# ---- block 1 ----
Figure 1. Pin placement (block 1).
Pins as bars across the die edge, other pins in grey.
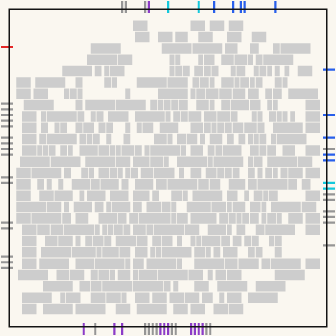

`src/rtl/sc_layer_scheduler.sv`:
```
// -----------------------------------------------------------------------------
// sc_layer_scheduler
// Sequential per-bit layer scheduler for an SC polar decoder of length
// N = 2^LOG_N. For each bit index i it walks the decoding tree from the start
// layer (LOG_N when i==0, else ctz(i)) down to layer 0. It issues one step per
// layer to the PE array. After the layer-0 step it waits for the hard
// decision of bit i.
//
// Ports
//   clk, rst        clock, synchronous active-high reset
//   frame_start     begin a frame (sampled only while idle)
//   frame_abort     drop the current frame (any state, highest priority)
//   step_valid/step_ready           step handshake towards the PE array
//   step_layer/op/src_addr/dst_addr/len   step payload (layer t, f/g, bases, 2^t)
//   bit_req/bit_done                hard-decision handshake for bit_idx
//   bit_idx, start_layer            current bit index and its start layer
//   busy, frame_done                activity flag, end-of-frame pulse
// -----------------------------------------------------------------------------
module sc_layer_scheduler #(
    parameter int unsigned LOG_N       = 10,
    parameter int unsigned ADDR_WIDTH  = LOG_N + 1,
    parameter int unsigned LAYER_WIDTH = $clog2(LOG_N + 1)
) (
    input  logic                   clk,
    input  logic                   rst,
    input  logic                   frame_start,
    input  logic                   frame_abort,
    output logic                   step_valid,
    input  logic                   step_ready,
    output logic [LAYER_WIDTH-1:0] step_layer,
    output logic                   step_op,
    output logic [ADDR_WIDTH-1:0]  step_src_addr,
    output logic [ADDR_WIDTH-1:0]  step_dst_addr,
    output logic [LOG_N-1:0]       step_len,
    output logic                   bit_req,
    input  logic                   bit_done,
    output logic [LOG_N-1:0]       bit_idx,
    output logic [LAYER_WIDTH-1:0] start_layer,
    output logic                   busy,
    output logic                   frame_done
);

    typedef enum logic [1:0] {
        S_IDLE     = 2'd0,
        S_STEP     = 2'd1,
        S_WAIT_BIT = 2'd2
    } state_t;

    // Base address of layer l: all-ones shifted left by l+1 (layer LOG_N at 0).
    function automatic logic [ADDR_WIDTH-1:0] f_addr(input int unsigned l);
        logic [ADDR_WIDTH-1:0] ones;
        ones = '1;
        return ones << (l + 1);
    endfunction

    // Trailing zeros of v; all-zero input yields LOG_N, i.e. the i==0 start layer.
    function automatic logic [LAYER_WIDTH-1:0] f_ctz(input logic [LOG_N-1:0] v);
        logic [LAYER_WIDTH-1:0] r;
        r = LAYER_WIDTH'(LOG_N);
        for (int k = int'(LOG_N) - 1; k >= 0; k--) begin
            if (v[k]) r = LAYER_WIDTH'(k);
        end
        return r;
    endfunction

    // Number of PE ops for layer t.
    function automatic logic [LOG_N-1:0] f_len(input logic [LAYER_WIDTH-1:0] t);
        logic [LOG_N-1:0] one;
        one = LOG_N'(1);
        return one << t;
    endfunction

    state_t                 r_state,       w_nxt_state;
    logic                   r_step_valid,  w_nxt_step_valid;
    logic [LAYER_WIDTH-1:0] r_step_layer,  w_nxt_step_layer;
    logic                   r_step_op,     w_nxt_step_op;
    logic [ADDR_WIDTH-1:0]  r_src_addr,    w_nxt_src_addr;
    logic [ADDR_WIDTH-1:0]  r_dst_addr,    w_nxt_dst_addr;
    logic [LOG_N-1:0]       r_step_len,    w_nxt_step_len;
    logic                   r_bit_req,     w_nxt_bit_req;
    logic [LOG_N-1:0]       r_bit_idx,     w_nxt_bit_idx;
    logic [LAYER_WIDTH-1:0] r_start_layer, w_nxt_start_layer;
    logic                   r_busy,        w_nxt_busy;
    logic                   r_frame_done,  w_nxt_frame_done;

    logic                   w_load;
    logic [LAYER_WIDTH-1:0] w_ld_layer;
    logic                   w_ld_op;
    logic                   w_xfer;
    logic [LOG_N-1:0]       w_bit_inc;

    assign w_xfer    = r_step_valid && step_ready;
    assign w_bit_inc = r_bit_idx + LOG_N'(1);

    // State register and all registered outputs.
    always_ff @(posedge clk) begin
        if (rst) begin
            r_state       <= S_IDLE;
            r_step_valid  <= 1'b0;
            r_step_layer  <= '0;
            r_step_op     <= 1'b0;
            r_src_addr    <= '0;
            r_dst_addr    <= '0;
            r_step_len    <= '0;
            r_bit_req     <= 1'b0;
            r_bit_idx     <= '0;
            r_start_layer <= LAYER_WIDTH'(LOG_N);
            r_busy        <= 1'b0;
            r_frame_done  <= 1'b0;
        end else begin
            r_state       <= w_nxt_state;
            r_step_valid  <= w_nxt_step_valid;
            r_step_layer  <= w_nxt_step_layer;
            r_step_op     <= w_nxt_step_op;
            r_src_addr    <= w_nxt_src_addr;
            r_dst_addr    <= w_nxt_dst_addr;
            r_step_len    <= w_nxt_step_len;
            r_bit_req     <= w_nxt_bit_req;
            r_bit_idx     <= w_nxt_bit_idx;
            r_start_layer <= w_nxt_start_layer;
            r_busy        <= w_nxt_busy;
            r_frame_done  <= w_nxt_frame_done;
        end
    end

    // Next-state and next-output logic.
    always_comb begin
        w_nxt_state       = r_state;
        w_nxt_step_valid  = r_step_valid;
        w_nxt_step_layer  = r_step_layer;
        w_nxt_step_op     = r_step_op;
        w_nxt_src_addr    = r_src_addr;
        w_nxt_dst_addr    = r_dst_addr;
        w_nxt_step_len    = r_step_len;
        w_nxt_bit_req     = r_bit_req;
        w_nxt_bit_idx     = r_bit_idx;
        w_nxt_start_layer = r_start_layer;
        w_nxt_frame_done  = 1'b0;
        w_load            = 1'b0;
        w_ld_layer        = '0;
        w_ld_op           = 1'b0;

        case (r_state)
            S_IDLE: begin
                if (frame_start) begin
                    w_nxt_state       = S_STEP;
                    w_nxt_bit_idx     = '0;
                    w_nxt_start_layer = LAYER_WIDTH'(LOG_N);
                    w_nxt_step_valid  = 1'b1;
                    w_load            = 1'b1;
                    w_ld_layer        = LAYER_WIDTH'(LOG_N - 1);
                    w_ld_op           = 1'b0;
                end
            end
            S_STEP: begin
                if (w_xfer) begin
                    if (r_step_layer == '0) begin
                        w_nxt_state      = S_WAIT_BIT;
                        w_nxt_step_valid = 1'b0;
                        w_nxt_bit_req    = 1'b1;
                    end else begin
                        w_load     = 1'b1;
                        w_ld_layer = r_step_layer - LAYER_WIDTH'(1);
                        w_ld_op    = 1'b0;
                    end
                end
            end
            S_WAIT_BIT: begin
                if (bit_done) begin
                    w_nxt_bit_req = 1'b0;
                    if (&r_bit_idx) begin
                        // Last bit of the frame: N-1 detected explicitly, no wrap.
                        w_nxt_state      = S_IDLE;
                        w_nxt_frame_done = 1'b1;
                    end else begin
                        w_nxt_state       = S_STEP;
                        w_nxt_bit_idx     = w_bit_inc;
                        w_nxt_start_layer = f_ctz(w_bit_inc);
                        w_nxt_step_valid  = 1'b1;
                        w_load            = 1'b1;
                        w_ld_layer        = f_ctz(w_bit_inc);
                        w_ld_op           = 1'b1;
                    end
                end
            end
            default: begin
                w_nxt_state = S_IDLE;
            end
        endcase

        // Abort overrides any concurrent transfer, decision or start.
        if (frame_abort) begin
            w_nxt_state       = S_IDLE;
            w_nxt_step_valid  = 1'b0;
            w_nxt_bit_req     = 1'b0;
            w_nxt_frame_done  = 1'b0;
            w_nxt_bit_idx     = r_bit_idx;
            w_nxt_start_layer = r_start_layer;
            w_load            = 1'b0;
        end

        if (w_load) begin
            w_nxt_step_layer = w_ld_layer;
            w_nxt_step_op    = w_ld_op;
            w_nxt_src_addr   = f_addr(32'(w_ld_layer) + 1);
            w_nxt_dst_addr   = f_addr(32'(w_ld_layer));
            w_nxt_step_len   = f_len(w_ld_layer);
        end

        w_nxt_busy = (w_nxt_state != S_IDLE);
    end

    assign step_valid    = r_step_valid;
    assign step_layer    = r_step_layer;
    assign step_op       = r_step_op;
    assign step_src_addr = r_src_addr;
    assign step_dst_addr = r_dst_addr;
    assign step_len      = r_step_len;
    assign bit_req       = r_bit_req;
    assign bit_idx       = r_bit_idx;
    assign start_layer   = r_start_layer;
    assign busy          = r_busy;
    assign frame_done    = r_frame_done;

endmodule

```
`config.mk`:
```
export PLATFORM = sky130hd
export DESIGN_NAME = sc_layer_scheduler
export DESIGN_NICKNAME = d
export VERILOG_FILES = /design/src/rtl/sc_layer_scheduler.sv
export SDC_FILE = /design/constraint.sdc
export NUM_CORES = 1
export LEC_CHECK = 0
export CAP_MARGIN = 20
export CORE_UTILIZATION = 56
export CTS_CLUSTER_SIZE = 25
export DETAILED_ROUTE_END_ITERATION = 12
export PLACE_DENSITY = 0.95
export SLEW_MARGIN = 0
export SYNTH_ARGS = -nofsm -noshare
export SYNTH_HDL_FRONTEND = slang
export SYNTH_SLANG_ARGS = --single-unit
```
`constraint.sdc`:
```
create_clock -name clk -period 9.9 [get_ports clk]
set_input_delay 1.98 -clock clk [delete_from_list [all_inputs] [get_ports clk]]
set_output_delay 1.98 -clock clk [all_outputs]
set_load 0.03 [all_outputs]
```
# ---- block 2 ----
### config.mk
export PLATFORM = sky130hd
export DESIGN_NAME = bus_err_unit_id
export DESIGN_NICKNAME = d
export VERILOG_FILES = /design/src/rtl/bus_err_unit_id_pkg.sv /design/src/rtl/bus_err_id_tracker.sv /design/src/rtl/fifo_v3.sv /design/src/rtl/bus_err_unit_id.sv
export SDC_FILE = /design/constraint.sdc
export NUM_CORES = 1
export LEC_CHECK = 0
export CAP_MARGIN = 20
export CORE_ASPECT_RATIO = 1.4
export CORE_MARGIN = 10
export CORE_UTILIZATION = 50
export DETAILED_ROUTE_END_ITERATION = 10
export PLACE_DENSITY = 0.7
export SYNTH_ARGS = -nofsm -noshare
export SYNTH_HDL_FRONTEND = slang
export SYNTH_HIERARCHICAL = 1
export SYNTH_SLANG_ARGS = --single-unit
### constraint.sdc
create_clock -name clk_i -period 3.4 [get_ports clk_i]
set_input_delay 0.51 -clock clk_i [delete_from_list [all_inputs] [get_ports clk_i]]
set_output_delay 0.51 -clock clk_i [all_outputs]
set_load 0.03 [all_outputs]
### src/rtl/bus_err_unit_id_pkg.sv
// bus_err_unit_id_pkg: shared parameter defaults and sizing helpers for the ID-aware bus error unit
package bus_err_unit_id_pkg;

    localparam int unsigned DefAddrWidth       = 48;
    localparam int unsigned DefMetaDataWidth   = 1;
    localparam int unsigned DefErrBits         = 3;
    localparam int unsigned DefIdWidth         = 2;
    localparam int unsigned DefNumOutstanding  = 4;
    localparam int unsigned DefNumStoredErrors = 4;
    localparam int unsigned DefDropCntWidth    = 8;

    // A depth-1 FIFO still needs a one-bit pointer to keep vector widths legal.
    function automatic int unsigned ptr_bits(input int unsigned depth);
        return depth > 1 ? $clog2(depth) : 1;
    endfunction

endpackage

### src/rtl/bus_err_id_tracker.sv
// bus_err_id_tracker: per-ID request address queues and burst-logged flags for the error unit
module bus_err_id_tracker
    import bus_err_unit_id_pkg::*;
#(
    parameter int unsigned AddrWidth      = DefAddrWidth,
    parameter int unsigned MetaDataWidth  = DefMetaDataWidth,
    parameter int unsigned IdWidth        = DefIdWidth,
    parameter int unsigned NumOutstanding = DefNumOutstanding
) (
    input  logic                     clk_i,
    input  logic                     rst_ni,
    input  logic                     testmode_i,
    input  logic                     req_valid_i,
    input  logic [IdWidth-1:0]       req_id_i,
    input  logic [AddrWidth-1:0]     req_addr_i,
    input  logic [MetaDataWidth-1:0] req_meta_i,
    input  logic                     rsp_valid_i,
    input  logic [IdWidth-1:0]       rsp_id_i,
    input  logic                     rsp_last_i,
    input  logic                     err_i,
    output logic                     log_o,
    output logic                     head_valid_o,
    output logic [AddrWidth-1:0]     head_addr_o,
    output logic [MetaDataWidth-1:0] head_meta_o
);

    localparam int unsigned NumIds     = 2**IdWidth;
    localparam int unsigned EntryWidth = AddrWidth + MetaDataWidth;

    logic [NumIds-1:0]     seen_q, seen_d, full, empty;
    logic [EntryWidth-1:0] head [NumIds];

    assign log_o        = rsp_valid_i && err_i && !seen_q[rsp_id_i];
    assign head_valid_o = !empty[rsp_id_i];
    assign {head_addr_o, head_meta_o} = head[rsp_id_i];

    for (genvar i = 0; i < NumIds; i++) begin : g_id
        logic hit_req, hit_rsp;
        assign hit_req = req_valid_i && req_id_i == IdWidth'(i);
        assign hit_rsp = rsp_valid_i && rsp_id_i == IdWidth'(i);
        // The last beat closes the burst even when it is the beat that logs.
        assign seen_d[i] = hit_rsp ? !rsp_last_i && (seen_q[i] || log_o) : seen_q[i];

        // Full queues drop the request so its response later shows up as untracked.
        fifo_v3 #(
            .DATA_WIDTH(EntryWidth),
            .DEPTH     (NumOutstanding)
        ) i_addr_fifo (
            .clk_i     (clk_i),
            .rst_ni    (rst_ni),
            .testmode_i(testmode_i),
            .push_i    (hit_req && !full[i]),
            .pop_i     (hit_rsp && rsp_last_i),
            .data_i    ({req_addr_i, req_meta_i}),
            .data_o    (head[i]),
            .full_o    (full[i]),
            .empty_o   (empty[i])
        );
    end

    always_ff @(posedge clk_i or negedge rst_ni) begin
        if (!rst_ni) seen_q <= '0;
        else         seen_q <= seen_d;
    end

endmodule

### src/rtl/fifo_v3.sv
// fifo_v3: synchronous FIFO without fall-through; a push into a full FIFO is accepted only alongside a pop
module fifo_v3
    import bus_err_unit_id_pkg::*;
#(
    parameter int unsigned DATA_WIDTH = 32,
    parameter int unsigned DEPTH      = 4
) (
    input  logic                  clk_i,
    input  logic                  rst_ni,
    input  logic                  testmode_i,
    input  logic                  push_i,
    input  logic                  pop_i,
    input  logic [DATA_WIDTH-1:0] data_i,
    output logic [DATA_WIDTH-1:0] data_o,
    output logic                  full_o,
    output logic                  empty_o
);

    localparam int unsigned PtrWidth = ptr_bits(DEPTH);

    logic [DATA_WIDTH-1:0] mem_q [DEPTH];
    logic [PtrWidth-1:0]   rd_q, rd_d, wr_q, wr_d;
    logic [PtrWidth:0]     cnt_q, cnt_d;
    logic                  do_push, do_pop, unused_testmode;

    assign unused_testmode = testmode_i;
    assign empty_o = cnt_q == '0;
    assign full_o  = cnt_q == (PtrWidth+1)'(DEPTH);
    assign do_pop  = pop_i && !empty_o;
    assign do_push = push_i && (!full_o || do_pop);
    // Empty reads return zero so consumers need no extra masking.
    assign data_o  = empty_o ? '0 : mem_q[rd_q];
    assign rd_d    = !do_pop ? rd_q : (rd_q == PtrWidth'(DEPTH-1)) ? '0 : rd_q + 1'b1;
    assign wr_d    = !do_push ? wr_q : (wr_q == PtrWidth'(DEPTH-1)) ? '0 : wr_q + 1'b1;
    assign cnt_d   = cnt_q + (PtrWidth+1)'(do_push) - (PtrWidth+1)'(do_pop);

    always_ff @(posedge clk_i or negedge rst_ni) begin
        if (!rst_ni) begin
            rd_q  <= '0;
            wr_q  <= '0;
            cnt_q <= '0;
        end else begin
            rd_q  <= rd_d;
            wr_q  <= wr_d;
            cnt_q <= cnt_d;
        end
    end

    always_ff @(posedge clk_i) begin
        if (do_push) mem_q[wr_q] <= data_i;
    end

endmodule

### src/rtl/bus_err_unit_id.sv
// bus_err_unit_id: ID-aware bus error unit logging one entry per erroneous burst into an error FIFO
module bus_err_unit_id
    import bus_err_unit_id_pkg::*;
#(
    parameter int unsigned AddrWidth       = DefAddrWidth,
    parameter int unsigned MetaDataWidth   = DefMetaDataWidth,
    parameter int unsigned ErrBits         = DefErrBits,
    parameter int unsigned IdWidth         = DefIdWidth,
    parameter int unsigned NumOutstanding  = DefNumOutstanding,
    parameter int unsigned NumStoredErrors = DefNumStoredErrors,
    parameter int unsigned DropCntWidth    = DefDropCntWidth,
    parameter bit          DropOldest      = 1'b0
) (
    input  logic                     clk_i,
    input  logic                     rst_ni,
    input  logic                     testmode_i,
    input  logic                     req_valid_i,
    input  logic [IdWidth-1:0]       req_id_i,
    input  logic [AddrWidth-1:0]     req_addr_i,
    input  logic [MetaDataWidth-1:0] req_meta_i,
    input  logic                     rsp_valid_i,
    input  logic [IdWidth-1:0]       rsp_id_i,
    input  logic                     rsp_last_i,
    input  logic [ErrBits-1:0]       rsp_err_i,
    input  logic [2**ErrBits-1:0]    err_mask_i,
    output logic                     err_irq_o,
    input  logic                     err_fifo_pop_i,
    output logic [ErrBits-1:0]       err_code_o,
    output logic [IdWidth-1:0]       err_id_o,
    output logic [AddrWidth-1:0]     err_addr_o,
    output logic [MetaDataWidth-1:0] err_meta_o,
    output logic                     err_untracked_o,
    output logic                     overflow_o,
    output logic [DropCntWidth-1:0]  drop_cnt_o,
    input  logic                     clr_overflow_i
);

    typedef struct packed {
        logic [ErrBits-1:0]       err;
        logic [IdWidth-1:0]       id;
        logic                     untracked;
        logic [AddrWidth-1:0]     addr;
        logic [MetaDataWidth-1:0] meta;
    } entry_t;

    entry_t                    new_entry, head_entry;
    logic                      rsp_err, log_err, head_valid, efifo_full, efifo_empty;
    logic                      evict, efifo_pop, drop, overflow_q, overflow_d;
    logic [AddrWidth-1:0]      trk_addr;
    logic [MetaDataWidth-1:0]  trk_meta;
    logic [DropCntWidth-1:0]   drop_cnt_q, drop_cnt_d;

    assign rsp_err = rsp_err_i != '0 && !err_mask_i[rsp_err_i];

    bus_err_id_tracker #(
        .AddrWidth     (AddrWidth),
        .MetaDataWidth (MetaDataWidth),
        .IdWidth       (IdWidth),
        .NumOutstanding(NumOutstanding)
    ) i_tracker (
        .clk_i       (clk_i),
        .rst_ni      (rst_ni),
        .testmode_i  (testmode_i),
        .req_valid_i (req_valid_i),
        .req_id_i    (req_id_i),
        .req_addr_i  (req_addr_i),
        .req_meta_i  (req_meta_i),
        .rsp_valid_i (rsp_valid_i),
        .rsp_id_i    (rsp_id_i),
        .rsp_last_i  (rsp_last_i),
        .err_i       (rsp_err),
        .log_o       (log_err),
        .head_valid_o(head_valid),
        .head_addr_o (trk_addr),
        .head_meta_o (trk_meta)
    );

    assign new_entry = '{err: rsp_err_i, id: rsp_id_i, untracked: !head_valid,
                         addr: trk_addr, meta: trk_meta};

    // A consumer pop frees the slot, so only an unserved full FIFO loses an entry.
    assign drop      = log_err && efifo_full && !err_fifo_pop_i;
    assign evict     = DropOldest && drop;
    assign efifo_pop = err_fifo_pop_i || evict;

    fifo_v3 #(
        .DATA_WIDTH($bits(entry_t)),
        .DEPTH     (NumStoredErrors)
    ) i_err_fifo (
        .clk_i     (clk_i),
        .rst_ni    (rst_ni),
        .testmode_i(testmode_i),
        .push_i    (log_err),
        .pop_i     (efifo_pop),
        .data_i    (new_entry),
        .data_o    (head_entry),
        .full_o    (efifo_full),
        .empty_o   (efifo_empty)
    );

    assign err_irq_o = !efifo_empty;
    assign {err_code_o, err_id_o, err_untracked_o, err_addr_o, err_meta_o} = head_entry;

    always_comb begin
        overflow_d = (overflow_q && !clr_overflow_i) || drop;
        drop_cnt_d = clr_overflow_i ? '0 : drop_cnt_q;
        drop_cnt_d = (drop && drop_cnt_d != '1) ? drop_cnt_d + 1'b1 : drop_cnt_d;
    end

    always_ff @(posedge clk_i or negedge rst_ni) begin
        if (!rst_ni) begin
            overflow_q <= 1'b0;
            drop_cnt_q <= '0;
        end else begin
            overflow_q <= overflow_d;
            drop_cnt_q <= drop_cnt_d;
        end
    end

    assign overflow_o = overflow_q;
    assign drop_cnt_o = drop_cnt_q;

endmodule
# ---- block 3 ----
[src/rtl/weight_loader_if.sv]
`default_nettype none
// ============================================================================
//  Module   : weight_loader_if
//  Brief    : Byte-stream input and registered BRAM write port of weight_loader
//  Revision : 1.0  initial release
// ============================================================================
interface weight_loader_if #(
    parameter int AW = 15
);
    logic          in_valid;
    logic          in_ready;
    logic [7:0]    in_data;
    logic          wr_en;
    logic [1:0]    wr_sel;
    logic [AW-1:0] wr_addr;
    logic [7:0]    wr_data;

    modport master (
        output in_valid,
        output in_data,
        input  in_ready,
        input  wr_en,
        input  wr_sel,
        input  wr_addr,
        input  wr_data
    );

    modport slave (
        input  in_valid,
        input  in_data,
        output in_ready,
        output wr_en,
        output wr_sel,
        output wr_addr,
        output wr_data
    );
endinterface
`default_nettype wire

[src/rtl/weight_loader.sv]
`default_nettype none
// ============================================================================
//  Module   : weight_loader
//  Brief    : Streams bytes into W1/B1/W2/B2 weight BRAMs, one write per byte.
//             Optional trailing checksum byte enabled by WL_CHECKSUM_EN.
//  Revision : 1.0  initial release
// ============================================================================
module weight_loader #(
    parameter int N_IN  = 784,
    parameter int N_HID = 32,
    parameter int N_OUT = 10,
    parameter int AW    = 15
) (
    input  logic           clk,
    input  logic           rst,
    input  logic           start_i,
    weight_loader_if.slave bus,
    output logic           busy_o,
    output logic           done_o,
    output logic           err_o
);
    localparam int c_w1_last = N_IN * N_HID - 1;
    localparam int c_b1_last = N_HID - 1;
    localparam int c_w2_last = N_HID * N_OUT - 1;
    localparam int c_b2_last = N_OUT - 1;

    typedef enum logic [2:0] {
        S_IDLE    = 3'd0,
        S_LD_W1   = 3'd1,
        S_LD_B1   = 3'd2,
        S_LD_W2   = 3'd3,
        S_LD_B2   = 3'd4,
`ifdef WL_CHECKSUM_EN
        S_LD_CSUM = 3'd5,
`endif
        S_FINISH  = 3'd6
    } state_t;

    state_t        state_q, state_d;
    logic [AW-1:0] cnt_q, cnt_d;
    logic          wr_en_q, wr_en_d;
    logic [1:0]    wr_sel_q, wr_sel_d;
    logic [AW-1:0] wr_addr_q, wr_addr_d;
    logic [7:0]    wr_data_q, wr_data_d;
    logic          busy_q, busy_d;
    logic          done_q, done_d;
`ifdef WL_CHECKSUM_EN
    logic [7:0]    csum_q, csum_d;
    logic          err_q, err_d;
`endif

    logic          w_load;
    logic          w_xfer;
    logic [1:0]    w_sec;
    logic [AW-1:0] w_last;
    state_t        w_next;

    // Per-state section decode: target memory, last address, successor state
    always_comb begin
        w_load = 1'b1;
        w_sec  = 2'd0;
        w_last = '0;
        w_next = S_IDLE;
        case (state_q)
            S_LD_W1: begin w_sec = 2'd0; w_last = AW'(c_w1_last); w_next = S_LD_B1; end
            S_LD_B1: begin w_sec = 2'd1; w_last = AW'(c_b1_last); w_next = S_LD_W2; end
            S_LD_W2: begin w_sec = 2'd2; w_last = AW'(c_w2_last); w_next = S_LD_B2; end
            S_LD_B2: begin
                w_sec  = 2'd3;
                w_last = AW'(c_b2_last);
`ifdef WL_CHECKSUM_EN
                w_next = S_LD_CSUM;
`else
                w_next = S_FINISH;
`endif
            end
`ifdef WL_CHECKSUM_EN
            S_LD_CSUM: w_load = 1'b1;
`endif
            default: w_load = 1'b0;
        endcase
    end

    assign w_xfer = w_load & bus.in_valid;

    always_comb begin
        state_d   = state_q;
        cnt_d     = cnt_q;
        wr_en_d   = 1'b0;
        wr_sel_d  = wr_sel_q;
        wr_addr_d = wr_addr_q;
        wr_data_d = wr_data_q;
`ifdef WL_CHECKSUM_EN
        csum_d    = csum_q;
        err_d     = err_q;
`endif
        case (state_q)
            S_IDLE: begin
                if (start_i) begin
                    state_d = S_LD_W1;
                    cnt_d   = '0;
`ifdef WL_CHECKSUM_EN
                    csum_d  = '0;
                    err_d   = 1'b0;
`endif
                end
            end
            S_LD_W1, S_LD_B1, S_LD_W2, S_LD_B2: begin
                if (w_xfer) begin
                    wr_en_d   = 1'b1;
                    wr_sel_d  = w_sec;
                    wr_addr_d = cnt_q;
                    wr_data_d = bus.in_data;
`ifdef WL_CHECKSUM_EN
                    csum_d    = csum_q + bus.in_data;
`endif
                    // Section change happens on the same edge as the last byte
                    if (cnt_q == w_last) begin
                        cnt_d   = '0;
                        state_d = w_next;
                    end else begin
                        cnt_d = cnt_q + AW'(1);
                    end
                end
            end
`ifdef WL_CHECKSUM_EN
            S_LD_CSUM: begin
                if (w_xfer) begin
                    if (bus.in_data == csum_q) begin
                        state_d = S_FINISH;
                    end else begin
                        state_d = S_IDLE;
                        err_d   = 1'b1;
                    end
                end
            end
`endif
            S_FINISH: state_d = S_IDLE;
            default:  state_d = S_IDLE;
        endcase
        busy_d = (state_d != S_IDLE);
        done_d = (state_q == S_FINISH);
    end

    always_ff @(posedge clk) begin
        if (rst) begin
            state_q   <= S_IDLE;
            cnt_q     <= '0;
            wr_en_q   <= 1'b0;
            wr_sel_q  <= 2'd0;
            wr_addr_q <= '0;
            wr_data_q <= 8'd0;
            busy_q    <= 1'b0;
            done_q    <= 1'b0;
`ifdef WL_CHECKSUM_EN
            csum_q    <= 8'd0;
            err_q     <= 1'b0;
`endif
        end else begin
            state_q   <= state_d;
            cnt_q     <= cnt_d;
            wr_en_q   <= wr_en_d;
            wr_sel_q  <= wr_sel_d;
            wr_addr_q <= wr_addr_d;
            wr_data_q <= wr_data_d;
            busy_q    <= busy_d;
            done_q    <= done_d;
`ifdef WL_CHECKSUM_EN
            csum_q    <= csum_d;
            err_q     <= err_d;
`endif
        end
    end

    assign bus.in_ready = w_load;
    assign bus.wr_en    = wr_en_q;
    assign bus.wr_sel   = wr_sel_q;
    assign bus.wr_addr  = wr_addr_q;
    assign bus.wr_data  = wr_data_q;
    assign busy_o       = busy_q;
    assign done_o       = done_q;
`ifdef WL_CHECKSUM_EN
    assign err_o        = err_q;
`else
    assign err_o        = 1'b0;
`endif

endmodule
`default_nettype wire

[src/flat_wrapper.sv]
// flat-port wrapper written by rule: the top's interface ports become plain ports
module weight_loader_flat 
#(
    parameter int N_IN  = 784,
    parameter int N_HID = 32,
    parameter int N_OUT = 10,
    parameter int AW    = 15
)
  (clk, rst, start_i, busy_o, done_o, err_o, bus_in_valid, bus_in_data, bus_in_ready, bus_wr_en, bus_wr_sel, bus_wr_addr, bus_wr_data);
  weight_loader_if #(.AW(AW)) bus_i ();
  input  logic clk;
  input  logic rst;
  input  logic start_i;
  output logic busy_o;
  output logic done_o;
  output logic err_o;
  input wire logic [$bits(bus_i.in_valid)-1:0] bus_in_valid;
  input wire logic [$bits(bus_i.in_data)-1:0] bus_in_data;
  output wire logic [$bits(bus_i.in_ready)-1:0] bus_in_ready;
  output wire logic [$bits(bus_i.wr_en)-1:0] bus_wr_en;
  output wire logic [$bits(bus_i.wr_sel)-1:0] bus_wr_sel;
  output wire logic [$bits(bus_i.wr_addr)-1:0] bus_wr_addr;
  output wire logic [$bits(bus_i.wr_data)-1:0] bus_wr_data;
  assign bus_i.in_valid = bus_in_valid;
  assign bus_i.in_data = bus_in_data;
  assign bus_in_ready = bus_i.in_ready;
  assign bus_wr_en = bus_i.wr_en;
  assign bus_wr_sel = bus_i.wr_sel;
  assign bus_wr_addr = bus_i.wr_addr;
  assign bus_wr_data = bus_i.wr_data;
  weight_loader #(.N_IN(N_IN), .N_HID(N_HID), .N_OUT(N_OUT), .AW(AW)) u_core (.clk(clk), .rst(rst), .start_i(start_i), .bus(bus_i), .busy_o(busy_o), .done_o(done_o), .err_o(err_o));
endmodule
[config.mk]
export PLATFORM = sky130hd
export DESIGN_NAME = weight_loader_flat
export DESIGN_NICKNAME = d
export VERILOG_FILES = /design/src/rtl/weight_loader_if.sv /design/src/rtl/weight_loader.sv /design/src/flat_wrapper.sv
export SDC_FILE = /design/constraint.sdc
export NUM_CORES = 1
export LEC_CHECK = 0
export CAP_MARGIN = 30
export CORE_MARGIN = 2
export CORE_UTILIZATION = 45
export CTS_CLUSTER_DIAMETER = 60
export DETAILED_ROUTE_END_ITERATION = 8
export GPL_ROUTABILITY_DRIVEN = 0
export GPL_TIMING_DRIVEN = 0
export PLACE_DENSITY = 0.7
export SYNTH_ARGS = -nofsm -noshare
export SYNTH_HDL_FRONTEND = slang
export SYNTH_SLANG_ARGS = --single-unit
[constraint.sdc]
create_clock -name clk -period 4.7 [get_ports clk]
set_input_delay 0.94 -clock clk [delete_from_list [all_inputs] [get_ports clk]]
set_output_delay 0.94 -clock clk [all_outputs]
set_load 0.01 [all_outputs]
Figure 2. Clock nets (block 3).
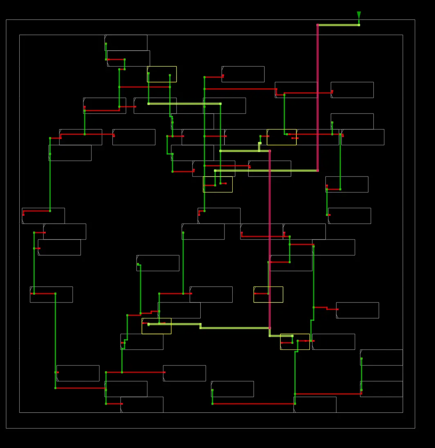
worst clock skew: 0.00280 ns
clk sinks: 46

==> CHANGELOG.md, block 3 <==
## Implementation

- Detail Placement HPWL: 3240 um
- Post-Synthesis Cells: 245
- Area fraction in compound gates: 11.5%
- Met1 Wirelength: 2200 um
- DR vias: 1795
- Top power group: sequential cells
- Status: finished, final reports clean
- CP delay by family, top: buffers and inverters
- R2R setup slack: 2.44 ns
- I/O Buffers: 38
- Placed cells: 335
- Post-synthesis sequential area ratio: 46.1%
- Met1 Track Usage GR: 25.2%
- Clock-cell share of area: 3.27%
- Top class by area: logic gates
- Critical path fanouts, max: 9
- Sequential fraction of total cell area: 36.5%
- Critical path class: reg2out
- P_seq: 399 uW
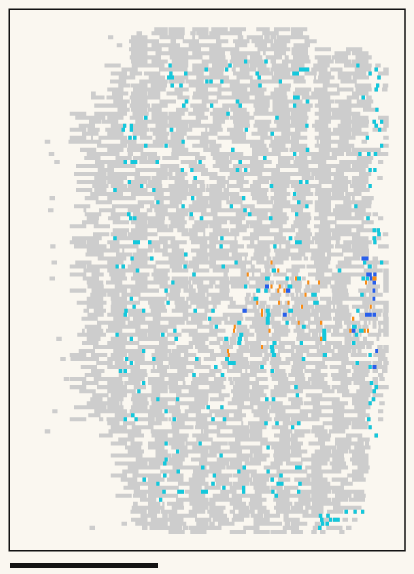
Figure 3: block 2, gate families picked out.
Bar = 100 um.
Orange shows inverters, cells 34, most used inv_1. Blue shows inverting AOI/OAI gates, cells 18, most used a21oi_1, where east. Cyan shows AND and OR gates, cells 292, most used and2_1.

==> CHANGELOG.md, block 2 <==
## Implementation

- Reg2reg path depth: 4
- Count of tool warnings: 44
- Simple-Gate Fraction of Synth Area: 5.13%
- Post-cts resize count: 1
- Largest net degree at the start of global routing: 58
- Critical path class: reg2out
- Metal3 WL: 6170 um
- HP Class: in2reg
- Post-route cell area: 48600 sq um
- Met1 Track Usage GR: 24.2%
- Worst path slowest cell: dfrtp_4
- Yosys xor share: 0.226%
- Area Growth Syn to Fin: 14.1%
- Synthesized Nets: 2047
- Root Buffer: clkbuf_16
- Crit path to: err_addr_o[35]
- Critical path fanouts, max: 30
- Mean Syn Cell Area: 21.9 sq um
- Placed cells: 3138
- Post-Synthesis Cells: 1940
- Hold path start: rsp_id_i[0]
- Combinational share of cell area: 21.0%
- R2R Path End: i_err_fifo/mem_q[3][22]
- Top power group: sequential cells
- Setup Buffers After CTS: 5
- Status: finished, final reports clean
- Biggest cell delay along the critical path: 0.70 ns
- Synth warn: 6
- Chip area in the Yosys report: 42600 sq um
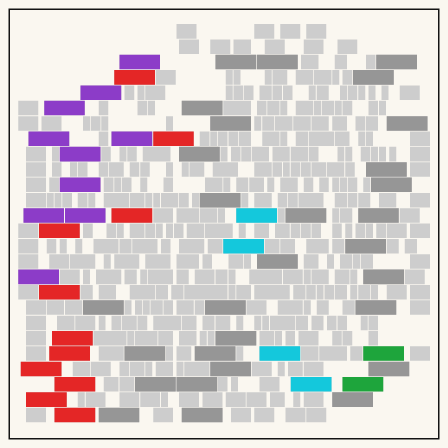
Figure 4: block 1, sequential cells coloured by netlist name.
Other sequential cells in the stronger grey, the rest of the logic in the fainter grey.
Red shows `step_dst_addr`, sequential cells 11. Purple shows `step_len`, sequential cells 10. Green shows `r_state`, sequential cells 2. Cyan shows `step_layer`, sequential cells 4.

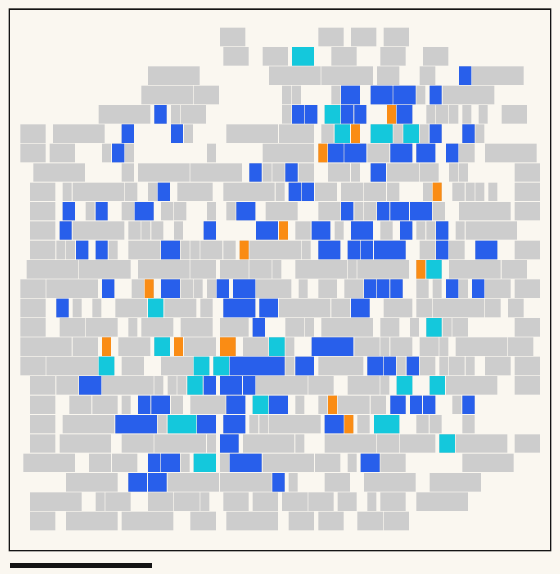
Figure 5: block 1, gate families picked out.
Bar = 20 um.
Cyan shows AND and OR gates, cells 21. Orange shows inverters, cells 13, most used inv_1. Blue shows inverting AOI/OAI gates, cells 95, most used a21oi_1.

## Picture notes: Figure 1
Cyan shows `start_layer`, pins 4, direction output, edge 2 north, 2 east. Purple shows `step_src_addr`, pins 11, direction output, edge 10 south, 1 north. Red shows `clk`, pins 1, direction input, edge west. Blue shows `bit_idx`, pins 10, direction output, edge 5 north, 5 east.
All pins by edge: 19 south, 17 west, 14 east, 11 north.

==> CHANGELOG.md, block 1 <==
## Implementation

- Status: finished, final reports clean
- Sequential fraction of total cell area: 30.2%
- Buffers & Inverters on Critical Path: 1
- ANT nets after route: 0
- Met1 Track Usage GR: 35.7%
- First-pass GRT wire length: 12200 um
- Fillers: 393
- MI comb area: 1750 sq um
- Worst path slowest cell: or2_0
- Initial antenna violation count: 0
- Count of cell types in the netlist: 67
- Largest net degree at the start of global routing: 43
- Routed WL: 7310 um
- Layout Utilization: 71.7%
- Maximum VDD drop: 0.0785 mV
- Clock tree buffer depth: 2
- Hold path start: step_dst_addr[9]
- Worst Setup End Kind: register

==> gallery <==
Wiring by layer.
image #1
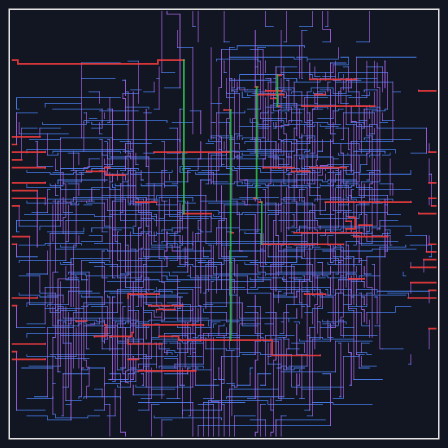
image #2
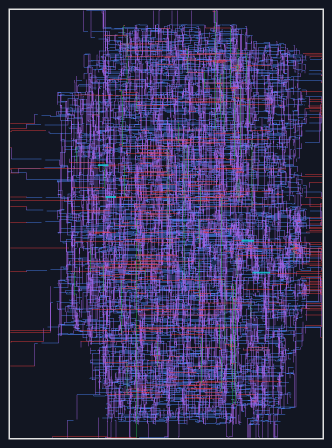
image #3
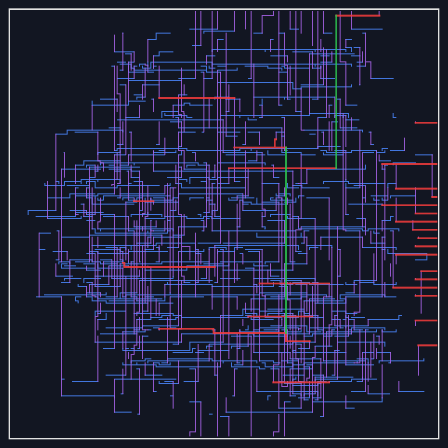
Of these, least wire: image #3
Of these, most wire: image #2
Block 1 is image #1.
Block 2 is image #2.
Block 3 is image #3.


# ---- block 4 ----
Figure 6. Clock nets (block 4).
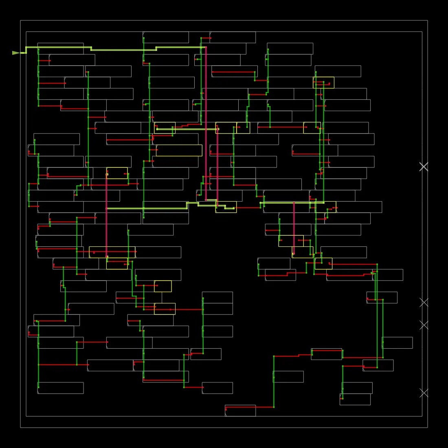

**config.mk**
```make
export PLATFORM = sky130hd
export DESIGN_NAME = pc_call_stack
export DESIGN_NICKNAME = d
export VERILOG_FILES = /design/src/rtl/pc_call_stack.sv
export SDC_FILE = /design/constraint.sdc
export NUM_CORES = 1
export LEC_CHECK = 0
export CORE_UTILIZATION = 52
export DETAILED_ROUTE_END_ITERATION = 7
export PLACE_DENSITY_LB_ADDON = 0.25
export SLEW_MARGIN = 25
export SYNTH_ARGS = -nofsm -noshare
export SYNTH_HDL_FRONTEND = slang
export SYNTH_SLANG_ARGS = --single-unit
```
**constraint.sdc**
```tcl
create_clock -name clk -period 3.07 [get_ports clk]
set_input_delay 0.614 -clock clk [delete_from_list [all_inputs] [get_ports clk]]
set_output_delay 0.614 -clock clk [all_outputs]
set_load 0.02 [all_outputs]
```
**src/rtl/pc_call_stack.sv**
```systemverilog
// Parametrised return-address stack with status, overflow modes, sticky errors
// and one-level checkpoint/restore. Define CALL_STACK_HWM_EN to add the hwm output.
module pc_call_stack #(
    parameter int ADDR_W   = 12,
    parameter int DEPTH    = 8,
    parameter int OVF_MODE = 0,
    localparam int PTR_W   = $clog2(DEPTH)
) (
    input  logic              clk,
    input  logic              rst,
    input  logic              push,
    input  logic              pop,
    input  logic [ADDR_W-1:0] push_addr,
    output logic [ADDR_W-1:0] top_addr,
    output logic              empty,
    output logic              full,
    output logic [PTR_W:0]    count,
    input  logic              chk_save,
    input  logic              chk_restore,
    input  logic              err_clr,
    output logic              ovf_err,
    output logic              unf_err
`ifdef CALL_STACK_HWM_EN
    ,
    output logic [PTR_W:0]    hwm
`endif
);

    localparam logic [PTR_W-1:0] SP_ONE   = PTR_W'(1);
    localparam logic [PTR_W-1:0] SP_ZERO  = PTR_W'(0);
    localparam logic [PTR_W:0]   CNT_ONE  = (PTR_W + 1)'(1);
    localparam logic [PTR_W:0]   CNT_ZERO = (PTR_W + 1)'(0);
    localparam logic [PTR_W:0]   CNT_FULL = (PTR_W + 1)'(DEPTH);

    logic [ADDR_W-1:0] mem_q [DEPTH];
    logic [PTR_W-1:0]  sp_q, sp_d, sp_s_q, sp_s_d;
    logic [PTR_W:0]    cnt_q, cnt_d, cnt_s_q, cnt_s_d;
    logic              ovf_q, ovf_d, unf_q, unf_d;
    logic              mem_we_s;
    logic [PTR_W-1:0]  mem_waddr_s;
    logic              ovf_set_s, unf_set_s;
`ifdef CALL_STACK_HWM_EN
    logic [PTR_W:0]    hwm_q, hwm_d;
`endif

    // Next-state: restore beats push/pop; save uses pre-edge pointers.
    always_comb begin
        sp_d        = sp_q;
        cnt_d       = cnt_q;
        sp_s_d      = sp_s_q;
        cnt_s_d     = cnt_s_q;
        mem_we_s    = 1'b0;
        mem_waddr_s = sp_q;
        ovf_set_s   = 1'b0;
        unf_set_s   = 1'b0;
        if (chk_restore) begin
            sp_d  = sp_s_q;
            cnt_d = cnt_s_q;
        end else begin
            if (chk_save) begin
                sp_s_d  = sp_q;
                cnt_s_d = cnt_q;
            end else begin
                sp_s_d  = sp_s_q;
                cnt_s_d = cnt_s_q;
            end
            case ({push, pop})
                2'b10, 2'b11: begin
                    if (push && pop && (cnt_q != CNT_ZERO)) begin
                        // Tail call: replace the top entry in place.
                        mem_we_s    = 1'b1;
                        mem_waddr_s = sp_q - SP_ONE;
                    end else if (cnt_q != CNT_FULL) begin
                        mem_we_s = 1'b1;
                        sp_d     = sp_q + SP_ONE;
                        cnt_d    = cnt_q + CNT_ONE;
                    end else begin
                        ovf_set_s = 1'b1;
                        if (OVF_MODE == 1) begin
                            mem_we_s = 1'b1;
                            sp_d     = sp_q + SP_ONE;
                        end else begin
                            mem_we_s = 1'b0;
                        end
                    end
                end
                2'b01: begin
                    if (cnt_q != CNT_ZERO) begin
                        sp_d  = sp_q - SP_ONE;
                        cnt_d = cnt_q - CNT_ONE;
                    end else begin
                        unf_set_s = 1'b1;
                    end
                end
                default: begin
                    mem_we_s = 1'b0;
                end
            endcase
        end
    end

    // Sticky error flags: a fresh error wins over a simultaneous clear.
    always_comb begin
        ovf_d = ovf_q;
        unf_d = unf_q;
        if (err_clr) begin
            ovf_d = 1'b0;
            unf_d = 1'b0;
        end else begin
            ovf_d = ovf_q;
            unf_d = unf_q;
        end
        if (ovf_set_s) begin
            ovf_d = 1'b1;
        end else begin
            ovf_d = ovf_d;
        end
        if (unf_set_s) begin
            unf_d = 1'b1;
        end else begin
            unf_d = unf_d;
        end
    end

`ifdef CALL_STACK_HWM_EN
    // High-water mark tracks the post-edge count; err_clr rebases it.
    always_comb begin
        hwm_d = hwm_q;
        if (err_clr) begin
            hwm_d = cnt_d;
        end else if (cnt_d > hwm_q) begin
            hwm_d = cnt_d;
        end else begin
            hwm_d = hwm_q;
        end
    end
`endif

    // Pointer, count, shadow and flag registers with synchronous reset.
    always_ff @(posedge clk) begin
        if (!rst) begin
            sp_q    <= SP_ZERO;
            cnt_q   <= CNT_ZERO;
            sp_s_q  <= SP_ZERO;
            cnt_s_q <= CNT_ZERO;
            ovf_q   <= 1'b0;
            unf_q   <= 1'b0;
`ifdef CALL_STACK_HWM_EN
            hwm_q   <= CNT_ZERO;
`endif
        end else begin
            sp_q    <= sp_d;
            cnt_q   <= cnt_d;
            sp_s_q  <= sp_s_d;
            cnt_s_q <= cnt_s_d;
            ovf_q   <= ovf_d;
            unf_q   <= unf_d;
`ifdef CALL_STACK_HWM_EN
            hwm_q   <= hwm_d;
`endif
        end
    end

    // Storage array; contents deliberately survive reset.
    always_ff @(posedge clk) begin
        if (rst && mem_we_s) begin
            mem_q[mem_waddr_s] <= push_addr;
        end
    end

    // Zero-latency top-of-stack read and status decode.
    always_comb begin
        top_addr = {ADDR_W{1'b0}};
        if (cnt_q != CNT_ZERO) begin
            top_addr = mem_q[sp_q - SP_ONE];
        end else begin
            top_addr = {ADDR_W{1'b0}};
        end
    end

    assign empty   = (cnt_q == CNT_ZERO);
    assign full    = (cnt_q == CNT_FULL);
    assign count   = cnt_q;
    assign ovf_err = ovf_q;
    assign unf_err = unf_q;
`ifdef CALL_STACK_HWM_EN
    assign hwm     = hwm_q;
`endif

endmodule

```
# ---- block 5 ----
--- config.mk ---
export PLATFORM = sky130hd
export DESIGN_NAME = uart_tx_arbiter
export DESIGN_NICKNAME = d
export VERILOG_FILES = /design/src/rtl/uart_tx_arbiter.sv
export SDC_FILE = /design/constraint.sdc
export NUM_CORES = 1
export LEC_CHECK = 0
export CAP_MARGIN = 20
export CORE_MARGIN = 2
export CORE_UTILIZATION = 40
export CTS_BUF_LIST = sky130_fd_sc_hd__clkbuf_8
export CTS_CLUSTER_SIZE = 24
export DETAILED_ROUTE_END_ITERATION = 12
export PLACE_DENSITY_LB_ADDON = 0.05
export SLEW_MARGIN = 20
export SYNTH_ARGS = -nofsm -noshare
export SYNTH_HDL_FRONTEND = slang
export SYNTH_SLANG_ARGS = --single-unit
--- constraint.sdc ---
create_clock -name clk -period 3.1 [get_ports clk]
set_input_delay 0.93 -clock clk [delete_from_list [all_inputs] [get_ports clk]]
set_output_delay 0.93 -clock clk [all_outputs]
set_load 0.02 [all_outputs]
--- src/rtl/uart_tx_arbiter.sv ---
// Round-robin arbiter sharing one UART transmitter among NREQ requesters.
// Multi-byte packets hold a lock on the transmitter until their last byte.
// A stalled lock is dropped after LOCK_TIMEOUT idle cycles.
//
// state  | meaning
// -------+------------------------------------------------------------
// IDLE   | waiting for tx_busy=0 and an eligible requester
// LAUNCH | req_ready/tx_latch pulse for the accepted byte
// SETTLE | one-cycle guard while the transmitter registers the frame
// DRAIN  | waiting for tx_busy to fall
module uart_tx_arbiter #(
   parameter int NREQ         = 4,
   parameter int IDW          = 2,
   parameter int LOCK_TIMEOUT = 2780,
   parameter int TW           = 12
) (
   input  logic              clk,
   input  logic              nrst,
   input  logic [NREQ-1:0]   req_valid,
   input  logic [8*NREQ-1:0] req_data,
   input  logic [NREQ-1:0]   req_last,
   output logic [NREQ-1:0]   req_ready,
   output logic [7:0]        tx_data,
   output logic              tx_latch,
   input  logic              tx_busy,
   output logic [IDW-1:0]    grant,
   output logic              locked,
   output logic              active
);

   typedef enum logic [1:0] {
      IDLE   = 2'd0,
      LAUNCH = 2'd1,
      SETTLE = 2'd2,
      DRAIN  = 2'd3
   } state_t;

   state_t         state_q, state_d;
   logic [IDW-1:0] ptr_q, ptr_d;
   logic [IDW-1:0] grant_q, grant_d;
   logic           locked_q, locked_d;
   logic [7:0]     tx_data_q, tx_data_d;
   logic [TW-1:0]  tout_q, tout_d;

   logic           win_found;
   logic [IDW-1:0] win_idx;
   logic [IDW-1:0] cand;
   logic           grant_vld;

   // Index of the next requester in modulo-NREQ order.
   function automatic logic [IDW-1:0] wrap_inc(input logic [IDW-1:0] v);
      return (v == IDW'(NREQ - 1)) ? '0 : v + 1'b1;
   endfunction

   assign grant_vld = req_valid[grant_q];

   // Winner selection: the locked owner only, else first valid from ptr onward.
   always_comb begin
      win_found = 1'b0;
      win_idx   = '0;
      cand      = ptr_q;
      if (locked_q) begin
         win_found = grant_vld;
         win_idx   = grant_q;
      end else begin
         for (int k = 0; k < NREQ; k++) begin
            if (!win_found && req_valid[cand]) begin
               win_found = 1'b1;
               win_idx   = cand;
            end
            cand = wrap_inc(cand);
         end
      end
   end

   // Next-state logic, accept bookkeeping and lock timeout.
   always_comb begin
      state_d   = state_q;
      ptr_d     = ptr_q;
      grant_d   = grant_q;
      locked_d  = locked_q;
      tx_data_d = tx_data_q;
      tout_d    = tout_q;

      // Any sign of life from the owner restarts the stall timer.
      if (grant_vld) begin
         tout_d = '0;
      end

      unique case (state_q)
         IDLE: begin
            if (!tx_busy && win_found) begin
               tx_data_d = req_data[{win_idx, 3'b000} +: 8];
               grant_d   = win_idx;
               locked_d  = ~req_last[win_idx];
               tout_d    = '0;
               if (req_last[win_idx]) begin
                  ptr_d = wrap_inc(win_idx);
               end
               state_d = LAUNCH;
            end else if (locked_q && !grant_vld) begin
               // An accept in the expiry cycle takes the branch above, so
               // a returning owner always keeps its lock.
               if (tout_q >= TW'(LOCK_TIMEOUT - 1)) begin
                  locked_d = 1'b0;
                  ptr_d    = wrap_inc(grant_q);
                  tout_d   = '0;
               end else if (tout_q != '1) begin
                  tout_d = tout_q + 1'b1;
               end
            end
         end
         LAUNCH: begin
            state_d = SETTLE;
         end
         SETTLE: begin
            state_d = DRAIN;
         end
         DRAIN: begin
            // A refused byte (tx_busy never rose) is dropped, not retried.
            if (!tx_busy) begin
               state_d = IDLE;
            end
         end
         default: begin
            state_d = IDLE;
         end
      endcase
   end

   // State and datapath registers.
   always_ff @(posedge clk or negedge nrst) begin
      if (!nrst) begin
         state_q   <= IDLE;
         ptr_q     <= '0;
         grant_q   <= '0;
         locked_q  <= 1'b0;
         tx_data_q <= 8'h00;
         tout_q    <= '0;
      end else begin
         state_q   <= state_d;
         ptr_q     <= ptr_d;
         grant_q   <= grant_d;
         locked_q  <= locked_d;
         tx_data_q <= tx_data_d;
         tout_q    <= tout_d;
      end
   end

   // Strobes decode straight from the state so reset clears them at once.
   always_comb begin
      tx_latch  = (state_q == LAUNCH);
      req_ready = tx_latch ? (NREQ'(1) << grant_q) : '0;
   end

   assign tx_data = tx_data_q;
   assign grant   = grant_q;
   assign locked  = locked_q;
   assign active  = (state_q != IDLE);

endmodule

Figure 7. Gate families picked out (block 4).
Bar = 20 um.
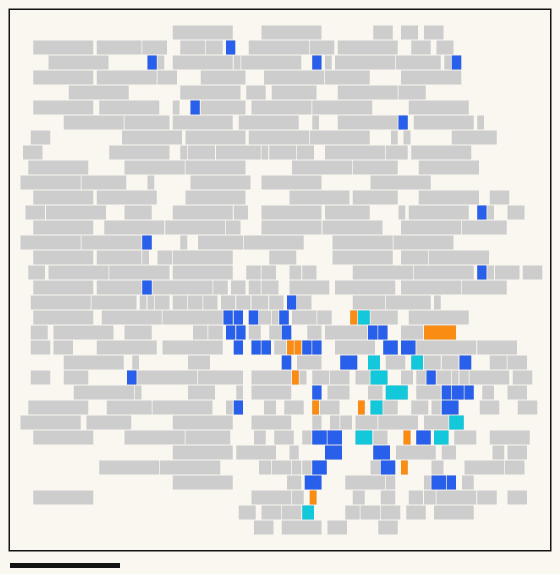
Orange shows inverters, cells 10, most used inv_1. Blue shows inverting AOI/OAI gates, cells 48, most used a21oi_1. Cyan shows AND and OR gates, cells 10, most used and3_1.

About Figure 6:
clk sinks: 112
CLK BUF: 9

==> CHANGELOG.md, block 4 <==
## Implementation

- Status: complete, but fails checks
- Failing checks: DRC
- Yosys reg bits: 112
- MI comb area: 1460 sq um
- First-pass GRT wire length: 15100 um
- Clk Latency, worst-skew pair: 0.37 ns
- Fillers: 624
- Residual DRC count: 5
- Hold_ws: 0.514 ns
- Final Worst Setup Slack: 0.0893 ns
- Die W: 97.9 um
- Largest net degree at the start of global routing: 24
- I/O Buffers: 38
- Logic gate share of total power: 17.6%
- Metal3 WL: 493 um
- Min Tclk post-route: 2.98 ns
- DP Worst Slack: 0.242 ns
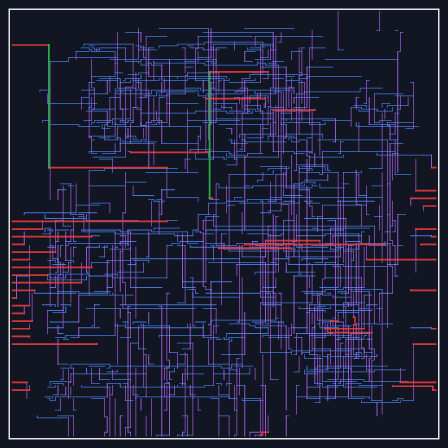
Figure 8: block 5, wiring by layer.
Purple shows met2, wire length 2590 um. Green shows met4, wire length 44.2 um. Red shows met3, wire length 322 um. Blue shows met1, wire length 2510 um.

==> CHANGELOG.md, block 5 <==
## Implementation

- R2R Path End: ptr_q[1]
- Post-route cell area: 2980 sq um
- Synthesized Nets: 318
- Root Buffer: clkbuf_8
- Reg-to-reg startpoint: ptr_q[0]
- Post-Layout Cell Count: 416
- Most common cell in the synthesized netlist: nand2_1
- Met2 WL: 2590 um
- Synth warn: 0
- Clock tree buffer depth: 2
- Setup Buffers After CTS: 3
- Buffers & Inverters on Critical Path: 2
- Residual DRC count: 0
- Max reg flops: 12
- Invs w/o clock: 7
- Max Fclk: 335 MHz
- CTS tree: built
- DRT Pass-1 Iters: 4
- Placer Congestion: 0.893
- Count of tool warnings: 33
- Dominant flop cell: dfrtp_1
- Top class by area: logic gates
- Crit path to: ptr_q[1]
- Status: finished, final reports clean
- Global routing met2 resource utilization: 33.8%
- Top reg by flops: tout_q
- CP Launch Type: input pin


==> layout pictures side by side <==
Clock nets.
panel A
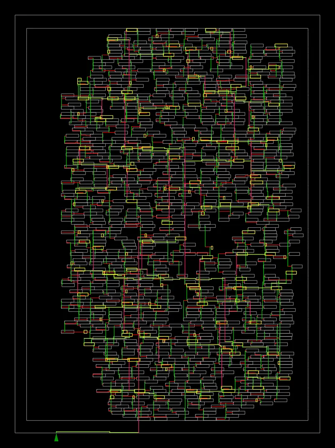
panel B
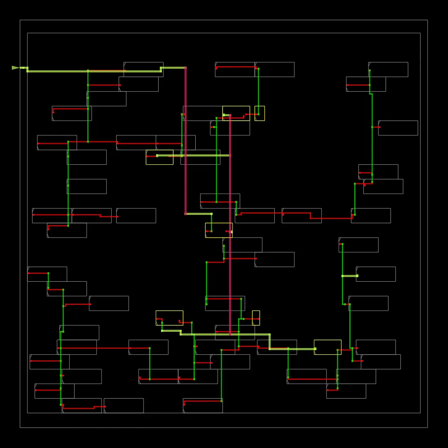
panel C
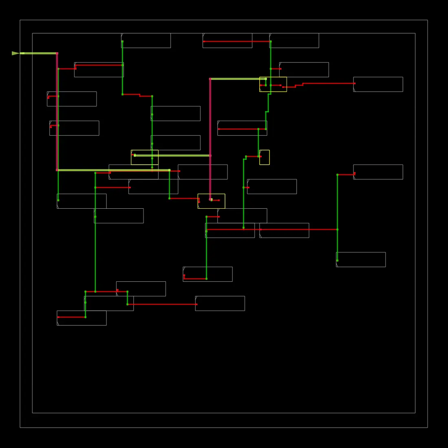
- block 2 = panel A
- block 5 = panel C
- block 1 = panel B
The one with the fewest sequential cells is panel C.

No activity file was given, so power comes from the tool's default toggle rates.
